=== design 1 ===
Fig. 1: design 1, signal wires by layer
Bar = 20 µm.
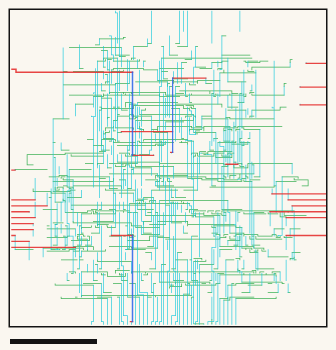

===== config.mk =====
export PLATFORM = sky130hd
export DESIGN_NAME = axis_pkt_mux
export DESIGN_NICKNAME = d
export VERILOG_FILES = /design/src/rtl/axis_pkt_mux.sv
export SDC_FILE = /design/constraint.sdc
export NUM_CORES = 1
export LEC_CHECK = 0
export ABC_AREA = 1
export CAP_MARGIN = 20
export CORE_MARGIN = 4
export CORE_UTILIZATION = 35
export DETAILED_ROUTE_END_ITERATION = 8
export GPL_TIMING_DRIVEN = 0
export PLACE_DENSITY = 0.72
export SLEW_MARGIN = 20
export SYNTH_ARGS = -nofsm -noshare
export SYNTH_HDL_FRONTEND = slang
export SYNTH_SLANG_ARGS = --single-unit

===== constraint.sdc =====
create_clock -name clk -period 3.31 [get_ports clk]
set_input_delay 0.4965 -clock clk [delete_from_list [all_inputs] [get_ports clk]]
set_output_delay 0.4965 -clock clk [all_outputs]
set_load 0.05 [all_outputs]

===== src/rtl/axis_pkt_mux.sv =====
// axis_pkt_mux: packet-locked NUM_CH:1 AXI-Stream multiplexer.
// The channel grant is held for a whole packet and only re-arbitrated after an accepted tlast.
// Output is fully registered: a main register drives m_*, and a one-deep skid register
// absorbs the beat that is already in flight when m_tready drops, so s_tready never
// depends combinationally on m_tready.
// Optional feature: define AXIS_PKT_MUX_RR_EN to enable round-robin arbitration via auto_en.
module axis_pkt_mux #(
    parameter int unsigned NUM_CH = 4,
    parameter int unsigned DATA_W = 8,
    parameter int unsigned SEL_W  = $clog2(NUM_CH)
) (
    input  logic                     clk,
    input  logic                     rst_n,
    input  logic [SEL_W-1:0]         sel,
    input  logic                     auto_en,
    input  logic [NUM_CH*DATA_W-1:0] s_tdata,
    input  logic [NUM_CH-1:0]        s_tvalid,
    input  logic [NUM_CH-1:0]        s_tlast,
    output logic [NUM_CH-1:0]        s_tready,
    output logic [DATA_W-1:0]        m_tdata,
    output logic                     m_tvalid,
    output logic                     m_tlast,
    input  logic                     m_tready,
    output logic                     busy,
    output logic [SEL_W-1:0]         cur_ch
);

    localparam logic [SEL_W-1:0] LastGrantRst = SEL_W'(NUM_CH - 1);

    typedef enum logic [0:0] {
        st_idle,
        st_lock
    } state_e;

    state_e           state_q, state_d;
    logic [SEL_W-1:0] cur_ch_q, cur_ch_d;
    logic [SEL_W-1:0] last_grant_q, last_grant_d;

    logic              m_tvalid_q, m_tvalid_d;
    logic              m_tlast_q, m_tlast_d;
    logic [DATA_W-1:0] m_tdata_q, m_tdata_d;
    logic              skid_full_q, skid_full_d;
    logic              skid_last_q, skid_last_d;
    logic [DATA_W-1:0] skid_data_q, skid_data_d;

    logic [DATA_W-1:0] ch_data [NUM_CH];
    logic [DATA_W-1:0] beat_data;
    logic              beat_last;
    logic              accept;
    logic              main_free;
    logic [SEL_W-1:0]  cand;
    logic              cand_ok;

    // Unpack the flat tdata bus into per-channel words.
    always_comb begin
        for (int i = 0; i < int'(NUM_CH); i++) begin
            ch_data[i] = s_tdata[i*DATA_W +: DATA_W];
        end
    end

    assign beat_data = ch_data[cur_ch_q];
    assign beat_last = s_tlast[cur_ch_q];
    // Skid-full gates acceptance: with both registers occupied there is nowhere to put a beat.
    assign accept    = (state_q == st_lock) && s_tvalid[cur_ch_q] && !skid_full_q;
    assign main_free = !m_tvalid_q || m_tready;

`ifdef AXIS_PKT_MUX_RR_EN
    logic [SEL_W-1:0] rr_cand;
    logic             rr_hit;

    function automatic logic [SEL_W-1:0] wrap_add(input logic [SEL_W-1:0] base, input int off);
        int sum;
        sum = (int'(base) + off) % int'(NUM_CH);
        return SEL_W'(sum);
    endfunction

    // Round-robin search from last_grant+1; walking down lets the nearest hit win.
    always_comb begin
        rr_cand = '0;
        rr_hit  = 1'b0;
        for (int off = int'(NUM_CH); off >= 1; off--) begin
            if (s_tvalid[wrap_add(last_grant_q, off)]) begin
                rr_hit  = 1'b1;
                rr_cand = wrap_add(last_grant_q, off);
            end
        end
    end
`else
    logic unused_auto_en;
    assign unused_auto_en = auto_en;
`endif

    // Pick the IDLE-state candidate; an out-of-range sel is never granted.
    always_comb begin
        cand    = sel;
        cand_ok = (32'(sel) < NUM_CH) && s_tvalid[sel];
`ifdef AXIS_PKT_MUX_RR_EN
        if (auto_en) begin
            cand    = rr_cand;
            cand_ok = rr_hit;
        end
`endif
    end

    // FSM next state: grant in IDLE, release on an accepted tlast.
    always_comb begin
        state_d      = state_q;
        cur_ch_d     = cur_ch_q;
        last_grant_d = last_grant_q;
        unique case (state_q)
            st_idle: begin
                if (cand_ok) begin
                    state_d      = st_lock;
                    cur_ch_d     = cand;
                    last_grant_d = cand;
                end
            end
            st_lock: begin
                if (accept && beat_last) begin
                    state_d = st_idle;
                end
            end
            default: state_d = st_idle;
        endcase
    end

    // Output stage next state: main register refills from skid first to keep beat order.
    always_comb begin
        m_tvalid_d  = m_tvalid_q;
        m_tlast_d   = m_tlast_q;
        m_tdata_d   = m_tdata_q;
        skid_full_d = skid_full_q;
        skid_last_d = skid_last_q;
        skid_data_d = skid_data_q;
        if (main_free) begin
            if (skid_full_q) begin
                // accept is impossible here since skid_full blocks s_tready
                m_tvalid_d  = 1'b1;
                m_tlast_d   = skid_last_q;
                m_tdata_d   = skid_data_q;
                skid_full_d = 1'b0;
            end else if (accept) begin
                m_tvalid_d = 1'b1;
                m_tlast_d  = beat_last;
                m_tdata_d  = beat_data;
            end else begin
                m_tvalid_d = 1'b0;
            end
        end else if (accept) begin
            skid_full_d = 1'b1;
            skid_last_d = beat_last;
            skid_data_d = beat_data;
        end
    end

    // State and datapath registers; reset discards any in-flight beats.
    always_ff @(posedge clk or negedge rst_n) begin
        if (!rst_n) begin
            state_q      <= st_idle;
            cur_ch_q     <= '0;
            last_grant_q <= LastGrantRst;
            m_tvalid_q   <= 1'b0;
            m_tlast_q    <= 1'b0;
            m_tdata_q    <= '0;
            skid_full_q  <= 1'b0;
            skid_last_q  <= 1'b0;
            skid_data_q  <= '0;
        end else begin
            state_q      <= state_d;
            cur_ch_q     <= cur_ch_d;
            last_grant_q <= last_grant_d;
            m_tvalid_q   <= m_tvalid_d;
            m_tlast_q    <= m_tlast_d;
            m_tdata_q    <= m_tdata_d;
            skid_full_q  <= skid_full_d;
            skid_last_q  <= skid_last_d;
            skid_data_q  <= skid_data_d;
        end
    end

    // Only the locked channel may see ready, and only while the skid slot is free.
    always_comb begin
        s_tready = '0;
        if (state_q == st_lock) begin
            s_tready[cur_ch_q] = !skid_full_q;
        end
    end

    assign m_tvalid = m_tvalid_q;
    assign m_tlast  = m_tlast_q;
    assign m_tdata  = m_tdata_q;
    assign busy     = (state_q == st_lock);
    assign cur_ch   = cur_ch_q;

endmodule


=== design 2 ===
File: config.mk
export PLATFORM = sky130hd
export DESIGN_NAME = pulse_train_gen
export DESIGN_NICKNAME = d
export VERILOG_FILES = /design/src/rtl/pulse_gen_pkg.sv /design/src/rtl/pulse_chan.sv /design/src/rtl/pulse_train_gen.sv
export SDC_FILE = /design/constraint.sdc
export NUM_CORES = 1
export LEC_CHECK = 0
export ABC_AREA = 1
export CAP_MARGIN = 25
export CORE_AREA = 2 2 257 259
export DETAILED_ROUTE_END_ITERATION = 6
export DIE_AREA = 0 0 259 261
export GPL_ROUTABILITY_DRIVEN = 0
export PLACE_DENSITY = 0.48
export SLEW_MARGIN = 25
export SYNTH_ARGS = -nofsm -noshare
export SYNTH_HDL_FRONTEND = slang
export SYNTH_SLANG_ARGS = --single-unit
File: constraint.sdc
create_clock -name Clk -period 4.1 [get_ports Clk]
set_input_delay 0.82 -clock Clk [delete_from_list [all_inputs] [get_ports Clk]]
set_output_delay 0.82 -clock Clk [all_outputs]
set_load 0.05 [all_outputs]
File: src/rtl/pulse_gen_pkg.sv
// Shared definitions for the pulse train generator.
// Contents: per-channel state enum, configuration address map and the
// values the configuration registers take after reset.
package pulse_gen_pkg;

    typedef enum logic [1:0] {
        IDLE  = 2'd0,
        DELAY = 2'd1,
        HIGH  = 2'd2,
        LOW   = 2'd3
    } chan_state_e;

    // Configuration address map (5..7 are reserved and ignored)
    localparam logic [2:0] ADDR_DELAY  = 3'd0;
    localparam logic [2:0] ADDR_PERIOD = 3'd1;
    localparam logic [2:0] ADDR_WIDTH  = 3'd2;
    localparam logic [2:0] ADDR_COUNT  = 3'd3;
    localparam logic [2:0] ADDR_CTRL   = 3'd4;

    // Bit position of INVERT inside the CTRL register
    localparam int CTRL_INVERT_BIT = 0;

    // Configuration register values after reset
    localparam int   RST_DELAY  = 0;
    localparam int   RST_PERIOD = 2;
    localparam int   RST_WIDTH  = 1;
    localparam int   RST_COUNT  = 0;
    localparam logic RST_INVERT = 1'b0;

endpackage

File: src/rtl/pulse_chan.sv
// One pulse generator channel.
// Holds the channel's configuration registers, the working (shadow) copy
// used by the running burst, the phase/period counters and the FSM
// IDLE -> DELAY -> HIGH <-> LOW -> IDLE.
// Ports:
//   Clk      rising-edge clock
//   Rst      synchronous active-high reset
//   cfg_we   write strobe already qualified for this channel
//   cfg_addr register select (0 DELAY, 1 PERIOD, 2 WIDTH, 3 COUNT, 4 CTRL)
//   cfg_data write data
//   start    start / restart request
//   stop     abort request (wins over start)
//   out      registered pulse output (raw level XOR INVERT)
//   busy     registered "channel not idle", aligned with out
//   done     one-cycle pulse on the final output cycle of a COUNT-limited burst
module pulse_chan #(
    parameter int CNT_W = 16
) (
    input  logic             Clk,
    input  logic             Rst,
    input  logic             cfg_we,
    input  logic [2:0]       cfg_addr,
    input  logic [CNT_W-1:0] cfg_data,
    input  logic             start,
    input  logic             stop,
    output logic             out,
    output logic             busy,
    output logic             done
);
    import pulse_gen_pkg::*;

    localparam logic [CNT_W-1:0] ZERO     = {CNT_W{1'b0}};
    localparam logic [CNT_W-1:0] ONE      = {{(CNT_W-1){1'b0}}, 1'b1};
    localparam logic [CNT_W-1:0] ALL_ONES = {CNT_W{1'b1}};

    // A zero period behaves as a one-cycle period
    function automatic logic [CNT_W-1:0] eff_period(input logic [CNT_W-1:0] period);
        eff_period = (period == ZERO) ? ONE : period;
    endfunction

    // High time can never exceed the period it lives in
    function automatic logic [CNT_W-1:0] eff_width(input logic [CNT_W-1:0] width,
                                                  input logic [CNT_W-1:0] period);
        eff_width = (width > period) ? period : width;
    endfunction

    // Completed-period counter saturates instead of wrapping
    function automatic logic [CNT_W-1:0] sat_inc(input logic [CNT_W-1:0] value);
        sat_inc = (value == ALL_ONES) ? value : value + ONE;
    endfunction

    // Configuration registers
    logic [CNT_W-1:0] cfg_delay_r;
    logic [CNT_W-1:0] cfg_period_r;
    logic [CNT_W-1:0] cfg_width_r;
    logic [CNT_W-1:0] cfg_count_r;
    logic             cfg_invert_r;

    // Working copy used by the running burst
    logic [CNT_W-1:0] sh_delay_r;
    logic [CNT_W-1:0] sh_period_r;
    logic [CNT_W-1:0] sh_width_r;
    logic [CNT_W-1:0] sh_count_r;

    chan_state_e      state_r;
    chan_state_e      state_s;
    logic [CNT_W-1:0] cnt_r;      // cycles spent in DELAY, or position inside the period
    logic [CNT_W-1:0] cnt_s;
    logic [CNT_W-1:0] pulses_r;   // periods completed in this burst
    logic [CNT_W-1:0] pulses_s;
    logic             load_s;     // refresh working copy from configuration
    logic             done_s;

    logic [CNT_W-1:0] cur_pc_s;
    logic [CNT_W-1:0] cur_wc_s;
    logic [CNT_W-1:0] new_pc_s;
    logic [CNT_W-1:0] new_wc_s;
    logic             period_end_s;
    logic             last_period_s;
    logic             raw_s;

    logic             out_r;
    logic             busy_r;
    logic             done_r;

    // Current-period geometry comes from the working copy; the geometry of a
    // period about to begin comes straight from the configuration registers.
    assign cur_pc_s      = eff_period(sh_period_r);
    assign cur_wc_s      = eff_width(sh_width_r, cur_pc_s);
    assign new_pc_s      = eff_period(cfg_period_r);
    assign new_wc_s      = eff_width(cfg_width_r, new_pc_s);
    assign period_end_s  = ((state_r == HIGH) || (state_r == LOW)) && (cnt_r == cur_pc_s - ONE);
    assign last_period_s = period_end_s && (sh_count_r != ZERO) && (pulses_r == sh_count_r - ONE);
    assign raw_s         = (state_r == HIGH);

    // Next-state logic: stop beats start, start beats normal sequencing
    always_comb begin
        state_s  = state_r;
        cnt_s    = cnt_r;
        pulses_s = pulses_r;
        load_s   = 1'b0;
        done_s   = 1'b0;
        if (stop) begin
            state_s = IDLE;
            cnt_s   = ZERO;
        end else if (start) begin
            load_s   = 1'b1;
            cnt_s    = ZERO;
            pulses_s = ZERO;
            if (cfg_delay_r != ZERO) begin
                state_s = DELAY;
            end else begin
                state_s = (new_wc_s != ZERO) ? HIGH : LOW;
            end
        end else begin
            case (state_r)
                IDLE: begin
                    state_s = IDLE;
                    cnt_s   = ZERO;
                end
                DELAY: begin
                    if (cnt_r == sh_delay_r - ONE) begin
                        cnt_s   = ZERO;
                        state_s = (cur_wc_s != ZERO) ? HIGH : LOW;
                    end else begin
                        cnt_s = cnt_r + ONE;
                    end
                end
                HIGH, LOW: begin
                    if (period_end_s) begin
                        pulses_s = sat_inc(pulses_r);
                        cnt_s    = ZERO;
                        if (last_period_s) begin
                            state_s = IDLE;
                            done_s  = 1'b1;
                        end else begin
                            // Period boundary: pick up any configuration written meanwhile
                            load_s  = 1'b1;
                            state_s = (new_wc_s != ZERO) ? HIGH : LOW;
                        end
                    end else begin
                        cnt_s   = cnt_r + ONE;
                        state_s = ((cnt_r + ONE) < cur_wc_s) ? HIGH : LOW;
                    end
                end
                default: begin
                    state_s = IDLE;
                    cnt_s   = ZERO;
                end
            endcase
        end
    end

    // Configuration register writes; reserved addresses are dropped
    always_ff @(posedge Clk) begin
        if (Rst) begin
            cfg_delay_r  <= CNT_W'(RST_DELAY);
            cfg_period_r <= CNT_W'(RST_PERIOD);
            cfg_width_r  <= CNT_W'(RST_WIDTH);
            cfg_count_r  <= CNT_W'(RST_COUNT);
            cfg_invert_r <= RST_INVERT;
        end else if (cfg_we) begin
            case (cfg_addr)
                ADDR_DELAY:  cfg_delay_r  <= cfg_data;
                ADDR_PERIOD: cfg_period_r <= cfg_data;
                ADDR_WIDTH:  cfg_width_r  <= cfg_data;
                ADDR_COUNT:  cfg_count_r  <= cfg_data;
                ADDR_CTRL:   cfg_invert_r <= cfg_data[CTRL_INVERT_BIT];
                default: begin
                end
            endcase
        end
    end

    // Working copy refresh on start and at period boundaries
    always_ff @(posedge Clk) begin
        if (Rst) begin
            sh_delay_r  <= CNT_W'(RST_DELAY);
            sh_period_r <= CNT_W'(RST_PERIOD);
            sh_width_r  <= CNT_W'(RST_WIDTH);
            sh_count_r  <= CNT_W'(RST_COUNT);
        end else if (load_s) begin
            sh_delay_r  <= cfg_delay_r;
            sh_period_r <= cfg_period_r;
            sh_width_r  <= cfg_width_r;
            sh_count_r  <= cfg_count_r;
        end
    end

    // FSM state and counters
    always_ff @(posedge Clk) begin
        if (Rst) begin
            state_r  <= IDLE;
            cnt_r    <= ZERO;
            pulses_r <= ZERO;
        end else begin
            state_r  <= state_s;
            cnt_r    <= cnt_s;
            pulses_r <= pulses_s;
        end
    end

    // Output stage: all three outputs lag the FSM by one cycle so they stay
    // mutually aligned; INVERT is taken from the live register.
    always_ff @(posedge Clk) begin
        if (Rst) begin
            out_r  <= 1'b0;
            busy_r <= 1'b0;
            done_r <= 1'b0;
        end else begin
            out_r  <= raw_s ^ cfg_invert_r;
            busy_r <= (state_r != IDLE);
            done_r <= done_s;
        end
    end

    assign out  = out_r;
    assign busy = busy_r;
    assign done = done_r;

endmodule

File: src/rtl/pulse_train_gen.sv
// Multi-channel pulse train generator.
// CHANNELS independent pulse_chan instances; this level only decodes the
// shared configuration write port to the addressed channel.
// Ports:
//   Clk       rising-edge clock
//   Rst       synchronous active-high reset (config and FSMs)
//   Cfg_we    configuration write strobe
//   Cfg_ch    target channel; values >= CHANNELS are ignored
//   Cfg_addr  0 DELAY, 1 PERIOD, 2 WIDTH, 3 COUNT, 4 CTRL(bit0 INVERT), 5-7 reserved
//   Cfg_data  write data
//   Start     per-channel start/restart pulse
//   Stop      per-channel abort pulse
//   Out       registered pulse outputs
//   Busy      per-channel not-idle flag
//   Done      per-channel burst-complete pulse
module pulse_train_gen #(
    parameter int CHANNELS = 2,
    parameter int CNT_W    = 16,
    parameter int CH_W     = 4
) (
    input  logic                Clk,
    input  logic                Rst,
    input  logic                Cfg_we,
    input  logic [CH_W-1:0]     Cfg_ch,
    input  logic [2:0]          Cfg_addr,
    input  logic [CNT_W-1:0]    Cfg_data,
    input  logic [CHANNELS-1:0] Start,
    input  logic [CHANNELS-1:0] Stop,
    output logic [CHANNELS-1:0] Out,
    output logic [CHANNELS-1:0] Busy,
    output logic [CHANNELS-1:0] Done
);
    import pulse_gen_pkg::*;

    for (genvar i = 0; i < CHANNELS; i++) begin : g_chan
        logic we_s;

        // Out-of-range channel numbers simply match no instance
        assign we_s = Cfg_we && (Cfg_ch == CH_W'(i));

        pulse_chan #(
            .CNT_W (CNT_W)
        ) u_chan (
            .Clk      (Clk),
            .Rst      (Rst),
            .cfg_we   (we_s),
            .cfg_addr (Cfg_addr),
            .cfg_data (Cfg_data),
            .start    (Start[i]),
            .stop     (Stop[i]),
            .out      (Out[i]),
            .busy     (Busy[i]),
            .done     (Done[i])
        );
    end

endmodule

=== design 3 ===
## config.mk

```make
export PLATFORM = sky130hd
export DESIGN_NAME = fifo_stream_adapter
export DESIGN_NICKNAME = d
export VERILOG_FILES = /design/src/rtl/fifo_stream_adapter.sv
export SDC_FILE = /design/constraint.sdc
export NUM_CORES = 1
export LEC_CHECK = 0
export CAP_MARGIN = 0
export CORE_MARGIN = 3
export CORE_UTILIZATION = 38
export CTS_BUF_LIST = sky130_fd_sc_hd__clkbuf_16
export DETAILED_ROUTE_END_ITERATION = 7
export PLACE_DENSITY = 0.6
export SLEW_MARGIN = 40
export SYNTH_ARGS = -nofsm -noshare
export SYNTH_HDL_FRONTEND = slang
export SYNTH_SLANG_ARGS = --single-unit
```

## constraint.sdc

```tcl
create_clock -name clk -period 3.9 [get_ports clk]
set_input_delay 0.975 -clock clk [delete_from_list [all_inputs] [get_ports clk]]
set_output_delay 0.975 -clock clk [all_outputs]
set_load 0.05 [all_outputs]
```

## src/rtl/fifo_stream_adapter.sv

```systemverilog
// fifo_stream_adapter: turns a fixed-latency (non-FWFT) FIFO read port into
// a valid/ready stream with a small credit-managed skid queue.
// Ports:
//   clk, rst          clock, synchronous active-high reset
//   fifo_rd_data      FIFO read data, valid READ_LATENCY clocks after rd_en
//   fifo_rd_en        FIFO read strobe
//   fifo_empty        FIFO empty flag
//   fifo_full         FIFO full flag (informational only)
//   fifo_ready        FIFO out of reset and usable
//   rd_data/rd_valid  stream data and valid
//   rd_ready          stream consumer ready
//   level             current skid queue occupancy
module fifo_stream_adapter #(
    parameter int DATA_WIDTH   = 8,
    parameter int READ_LATENCY = 2,
    parameter int SKID_DEPTH   = 4
) (
    input  logic                        clk,
    input  logic                        rst,
    input  logic [DATA_WIDTH-1:0]       fifo_rd_data,
    output logic                        fifo_rd_en,
    input  logic                        fifo_empty,
    input  logic                        fifo_full,
    input  logic                        fifo_ready,
    output logic [DATA_WIDTH-1:0]       rd_data,
    output logic                        rd_valid,
    input  logic                        rd_ready,
    output logic [$clog2(SKID_DEPTH):0] level
);

    localparam int PW = $clog2(SKID_DEPTH);
    localparam int LW = PW + 1;
    // Wide enough for level + inflight without overflow.
    localparam int CW = LW + 2;

    logic [READ_LATENCY-1:0] issue_sr;
    logic [READ_LATENCY-1:0] issue_next;
    logic [DATA_WIDTH-1:0]   queue [SKID_DEPTH];
    logic [PW-1:0]           wr_ptr;
    logic [PW-1:0]           rd_ptr;
    logic [CW-1:0]           inflight;
    logic [CW-1:0]           committed;
    logic                    push;
    logic                    pop;
    logic                    unused_full;

    assign unused_full = fifo_full;

    assign push = issue_sr[READ_LATENCY-1];
    assign pop  = rd_valid & rd_ready;

    always_comb begin
        inflight = '0;
        for (int i = 0; i < READ_LATENCY; i++) begin
            if (issue_sr[i]) begin
                inflight = inflight + CW'(1);
            end
        end
    end

    // Slots spoken for next cycle: stored words plus words already
    // requested, less the one leaving now. pop implies level >= 1.
    assign committed = CW'(level) + inflight - CW'(pop);

    assign fifo_rd_en = fifo_ready & ~fifo_empty
                      & (committed < CW'(SKID_DEPTH));

    always_comb begin
        issue_next    = '0;
        issue_next[0] = fifo_rd_en;
        for (int i = 1; i < READ_LATENCY; i++) begin
            issue_next[i] = issue_sr[i-1];
        end
    end

    always_ff @(posedge clk) begin
        if (rst) begin
            issue_sr <= '0;
            wr_ptr   <= '0;
            rd_ptr   <= '0;
            level    <= '0;
        end else begin
            issue_sr <= issue_next;
            if (push) begin
                wr_ptr <= wr_ptr + PW'(1);
            end
            if (pop) begin
                rd_ptr <= rd_ptr + PW'(1);
            end
            unique case (1'b1)
                push & ~pop: level <= level + LW'(1);
                pop & ~push: level <= level - LW'(1);
                default:     level <= level;
            endcase
        end
    end

    // Storage needs no reset: rd_data is masked while the queue is empty.
    always_ff @(posedge clk) begin
        if (push) begin
            queue[wr_ptr] <= fifo_rd_data;
        end
    end

    assign rd_valid = (level != '0);
    assign rd_data  = rd_valid ? queue[rd_ptr] : '0;

    a_no_overflow: assert property (
        @(posedge clk) disable iff (rst)
        !(push && !pop && (level == LW'(SKID_DEPTH)))
    );

endmodule

```

Fig. 2: design 2, track usage over the die
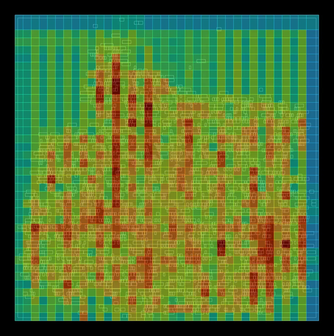
Core Util, Final: 33.5%
routed len/inst: 16.1 µm
met2 GRT Util: 29.9%
met3 Track Usage GR: 1.99%

Fig. 3: design 2, floorplan with the power grid
Bar = 100 µm. Pins as bars on the die edge.
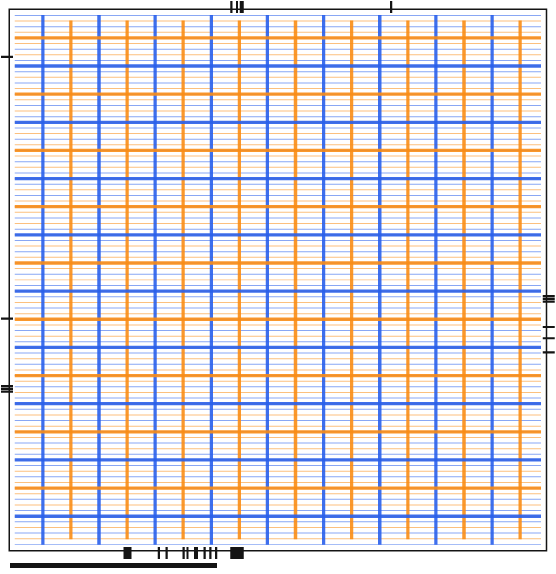
| color | net |
|---|---|
| blue | VSS |
| orange | VDD |
met4 straps: 18
met5 straps: 18
rows: 94
met1 rails: 95
signal pins: 36
Die W: 259 µm
Die Ht: 261 µm
core area: 0.0650 mm²

==> results_slide.txt, design 2 <==
Implementation Results

Status
  – Status: completed

Setup path
  – Arr. time, crit path: 4.19 ns
  – Setup crit end kind: flop
  – Capture point of the worst path: g_chan[0].u_chan.done$_SDFF_PP0_
  – Reg-to-reg endpoint: g_chan[0].u_chan.done$_SDFF_PP0_

Yosys
  – Main flop type: dfxtp_1
  – Seq/Total Area, Yosys: 34.4%
  – Adder-cell area share of the yosys netlist: 6.73%
  – Avg Synthesized Cell Area: 6.92 µm²
  – Top cells by area: dfxtp_1 34%, nor2_1 11%, o21ai_0 7.0%
  – Synth top cells by count: 573 x nor2_1, 350 x nand2_1, 332 x dfxtp_1

GRT
  – Total GRT Usage: 17.6%
  – Antenna violations before repair: 2

Power
  – Leak pwr: 9.36 nW
  – Switching Share: 29.3%

Final layout
  – Number of logic gates: 2052
  – Flop area: 0.00665 mm²
  – Layout clock area frac: 6.05%
  – Non-clk invs: 286

Clocking
  – Clock slew at reported path FFs: 0.06 ns
  – CTS sink count: 332

Route
  – Drt initial violations: 1114
  – Max Used Layer: met4

Placed design
  – Port bufs: 35

Worst hold path
  – Worst Hold Depth: 1
[design 2: cell usage in the layout, fill, tap and decap left out, types with 34 or more instances in the layout]
cell / instances
a21oi_1: 208
clkbuf_16: 41
clkdlybuf4s50_1: 34
dfxtp_1: 332
ha_1: 104
inv_1: 275
nand2_1: 350
nand3_1: 93
nand4_1: 49
nor2_1: 573
nor3_1: 53
o21ai_0: 269
xnor2_1: 42
xor2_1: 140
[design 2: worst max-delay path, cell delays in order, from the launching register on]
cell	delay (ns)
dfxtp_1	0.48
inv_2	0.13
nand2_1	0.09
nor3_2	0.06
nand3b_2	0.14
nand2_2	0.09
inv_1	0.08
ha_1	0.20
nand3_2	0.14
nor2_1	0.23
nand2_1	0.10
xor2_1	0.16
xor2_1	0.18
nor4_1	0.60
buf_4	0.22
nand3_1	0.06
or2_2	0.30
nor3_1	0.36
[design 2: power groups by stage]
stage	Clock (W)	Combinational (W)	Sequential (W)
2_1_floorplan	0	0.000919	0.00344
3_3_place_gp	0	0.00123	0.00347
3_5_place_dp	0	0.00125	0.00347
4_1_cts	0.00370	0.00125	0.00340
5_1_grt	0.00381	0.00142	0.00342
6_report	0.00359	0.00125	0.00340
Fig. 4: design 1, track usage over the die
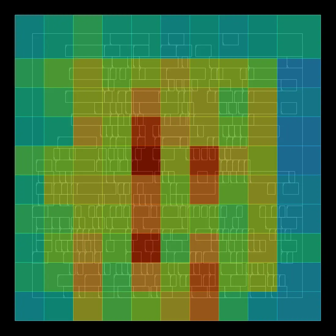
met2 GRT Util: 29.8%
met3 Track Usage GR: 3.74%
grt met1 use: 20.9%
Core Util, Final: 54.1%

About Fig. 1:
| color | layer | wire length |
|---|---|---|
| red | M3 | 187 µm |
| cyan | M2 | 2080 µm |
| blue | M4 | 55.8 µm |
| green | M1 | 1710 µm |
total wire length: 4030 µm
routed len/inst: 11.5 µm
vias: 1619

==> results_slide.txt, design 1 <==
Implementation Results

Yosys
  – Mapped Area: 0.00145 mm²
  – Comb area leader: simple AND/OR/NAND/NOR gates
  – Yosys xor share: 0%
  – Mux frac, synth: 0%
  – Yosys aoi share: 1.98%
  – Yosys cell count: 237

Final layout
  – Number of logic gates: 198
  – Layout area overhead: 49.1%
  – Non-clk invs: 6
  – Layout cell share with drive strength beyond 1: 5.96%
  – Layout clock area frac: 2.08%
  – Layout non-clock buf frac: 30.1%
  – Fraction of area in multi-input gates: 37.3%
  – Nonclk buf count: 71

Timing
  – RSZ-0062 raised after global routing: no
  – Crit path time final: 2.59 ns
  – Final setup viols: 0
  – Slew Viols, Final: 0

Placed design
  – Dpl cell area: 0.00212 mm²
  – Worst slack at placement: 1.02 ns

Floorplanning
  – Die Ht: 72.4 µm
  – Row count: 23

GRT
  – Global-route wire length before repair: 7040 µm
  – GRT overflow: 0
  – Antenna violations before repair: 0

Power
  – Pint: 0.000922 W
  – Clk. pwr: 0.000176 W
  – Biggest consumer: combinational logic

Setup path
  – Arr. time, crit path: 2.09 ns
  – CP max-delay cell: clkdlybuf4s50_1
  – R2R setup slack: 1.83 ns
  – Largest delay share family, worst path: buffers and inverters
  – Worst R2R Start: cur_ch[1]$_DFFE_PN0P_
  – WP depth: 4

Route
  – Drt initial violations: 95
  – Routed length on met1: 1710 µm

Clocking
  – Clock buffer depth: 2
  – # resized after CTS: 0
  – Post-CTS setup buffers: 0
  – Num CTS Buffers: 3

Run
  – Log Warnings: 27

Status
  – Status: completed
==> design 1: cells in the final DEF (no fill, tap or decap), drive strengths merged <==
master	n
o21ai	2
o22ai	1
nand2	166
dfrtp	23
nor2	3
a21oi	1
clkdlybuf4s50	60
clkbuf	8
nand3	20
inv	6
buf	7
o21bai	1
nor3	4
==> design 1: metal layers <==
layer  vias up  GRT usage, %
li1        862             -
met4         0          4.30
met5         -             0
met3         7          3.74
met2        27          29.8
met1       723          20.9
==> design 1: synth_stat cells <==
| master | count | area, µm² |
|---|---|---|
| nand2_1 | 161 | 604 |
| dfrtp_1 | 23 | 576 |
| nand3_1 | 20 | 100 |
| buf_2 | 6 | 30.0 |
| clkbuf_1 | 4 | 15.0 |
| inv_1 | 4 | 15.0 |
| nand2_2 | 4 | 25.0 |
| nor3_1 | 4 | 20.0 |
| inv_2 | 2 | 7.51 |
| nor2_1 | 2 | 7.51 |
| a21oi_1 | 1 | 5.00 |
| nand2_4 | 1 | 11.3 |
| nor2_4 | 1 | 11.3 |
| o21ai_0 | 1 | 5.00 |
| o21ai_1 | 1 | 5.00 |
| o21bai_1 | 1 | 7.51 |
| o22ai_1 | 1 | 6.26 |
Fig. 5: design 3, floorplan with the power grid
Bar = 20 µm. Pins as bars on the die edge.
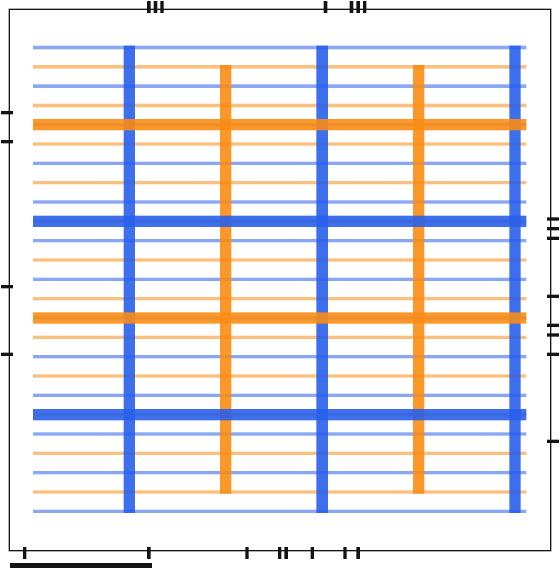
| color | net |
|---|---|
| orange | VDD |
| blue | VSS |
rows: 24
signal pins: 27
Die Ht: 76.0 µm
core area: 0.00453 mm²
Max IR drop VDD: 0.219 mV

==> results_slide.txt, design 3 <==
Implementation Results

Status
  – Status: completed

Power
  – P_sw: 0.000343 W
  – Combinational power: 0.000266 W
  – Switching Share: 28.8%
  – Total power: 0.00119 W
  – Share of power burned in registers: 44.3%

Timing
  – Fin Setup TNS: 0 ns
  – Final Skew: 0.00440 ns
  – RSZ-0062 raised after global routing: no
  – Slew Viols, Final: 0
  – Final setup viols: 0

Final layout
  – # diodes: 0
  – Max reg flops: 32
  – Flop area: 0.00118 mm²
  – Layout cell share with drive strength beyond 1: 16.1%
  – Top Registers: queue (32), level (3)

Route
  – DR pass1 iterations: 4

Floorplanning
  – Row count: 24
  – Die W: 76.0 µm

Setup path
  – Crit path max fanout: 2
  – Reg-to-reg endpoint: issue_sr[0]$_SDFF_PP0_
  – Capture point of the worst path: fifo_rd_en
  – CP startpoint: rd_ready
  – R2R setup slack: 1.47 ns
  – Critical path buffer and inverter count: 4
  – Largest delay share family, worst path: simple AND/OR/NAND/NOR gates
  – WP depth: 10
  – CP max-delay cell: or4_4
  – CP cell instances: dlymetal6s2s_1, o31ai_2, inv_1, ha_2, inv_1, ha_1, and3b_1, or4_4, nand2_4, buf_12

Yosys
  – Main flop type: edfxtp_1
  – Seq/Total Area, Yosys: 63.4%
  – Yosys chip area: 0.00186 mm²
  – Synth top cell by count: edfxtp_1
  – Adder-cell area share of the yosys netlist: 8.47%
  – Syn nets: 149
  – Synth Instances: 123

Clocking
  – Root Buffer: clkbuf_16
  – Num CTS Buffers: 5
  – Clock buffer depth: 2
  – CTS tree: built

Placed design
  – Routability cong.: 0.707

Worst hold path
  – WHS Endpoint: issue_sr[1]$_SDFF_PP0_
  – Critical hold path startpoint: issue_sr[0]$_SDFF_PP0_
design 3: final cells by class:
cell class | count | area share, %
inverter | 14 | 2.21
tap | 65 | 3.42
clock inverter | 3 | 0.841
sequential | 43 | 49.6
multi-input combinational | 62 | 26.7
timing repair buffer | 28 | 12.0
clock buffer | 5 | 5.26
design 3: routing by layer:
metal	track usage [%]	vias to the layer above	part of all wire [%]
met5	0	-	0
met2	21.5	16	55
met4	3.80	0	0.80
met1	14.1	537	41
met3	4.02	2	3.2
li1	-	500	-
design 3: per-stage QoR:
stage	setup slack, ns	instance area, µm²	hold WS, ns	util [%]	instances
4_1_cts	0.0131	2360	0.497	52.2	220
5_1_grt	0.169	2380	0.509	52.5	220
3_5_place_dp	-0.0185	2210	0.488	48.8	212
6_report	0.245	2380	0.490	52.5	220
3_3_place_gp	-0.00126	2210	0.463	48.7	212
2_1_floorplan	0.231	1860	0.445	-	123
design 3: layout by cell type, fill, tap and decap left out, drive strengths merged, types with 3 or more instances in the layout:
cell type	count
dfxtp	11
nor2b	9
inv	14
ha	11
a21oi	3
xor2	4
nor2	8
edfxtp	32
and2	4
clkdlybuf4s50	23
clkbuf	5
buf	4
mux4	8

==> screenshots <==
Cells colored by class.
shot_01.png
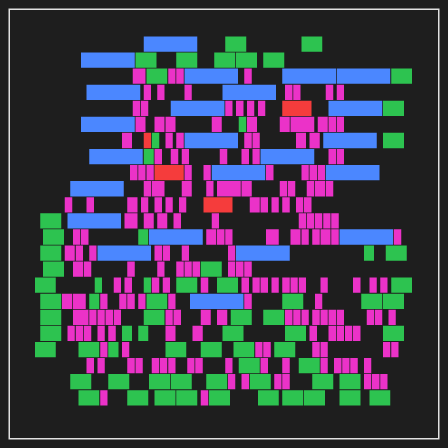
shot_02.png
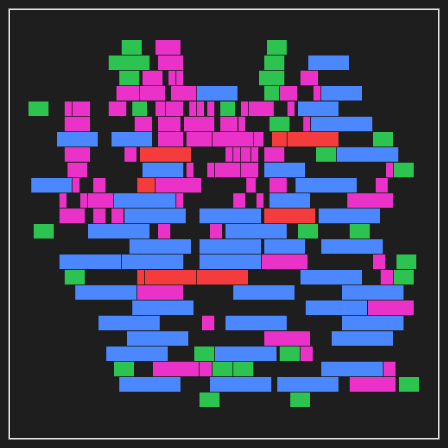
shot_03.png
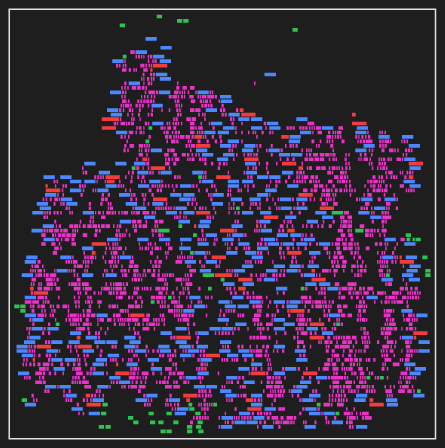
| from | picture |
|---|---|
| design 3 | shot_02.png |
| design 1 | shot_01.png |
| design 2 | shot_03.png |

Key to shot_01.png:
| color | class | cells |
|---|---|---|
| blue | sequential cells | 23 |
| green | remaining buffers and delay cells | 71 |
| red | clock drivers and dummy loads | 4 |
| magenta | remaining logic cells | 204 |



## Gallery

Routed clock nets over the placement.
Plate I
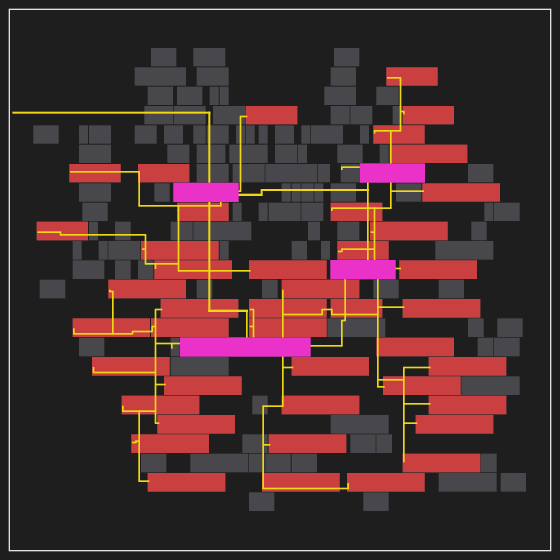
Plate II
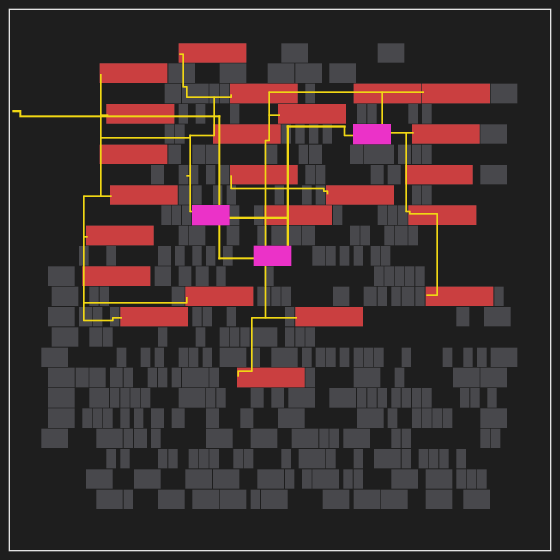
Plate III
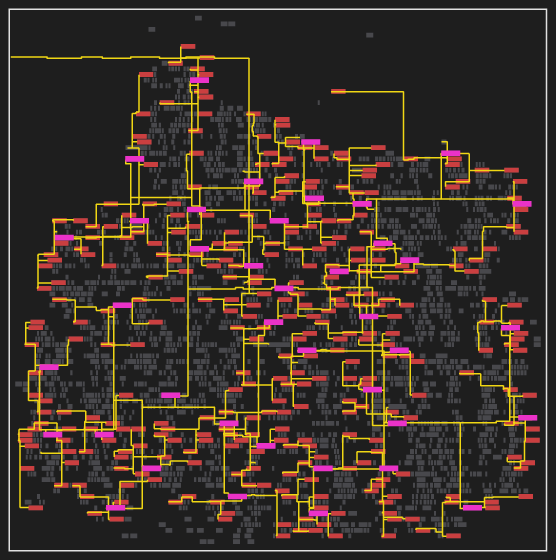
- design 3 = Plate I
- design 2 = Plate III
- design 1 = Plate II
The one with the most sequential cells is Plate III.

Key to Plate III:
[yellow] clock wires | length: 5280 µm
[red] flip-flops | count: 332
[magenta] clock-net drivers | count: 40
routed clock nets: 41
flops lie: widely spread

Power figures rest on the tool's default switching activity, not on a simulated workload.
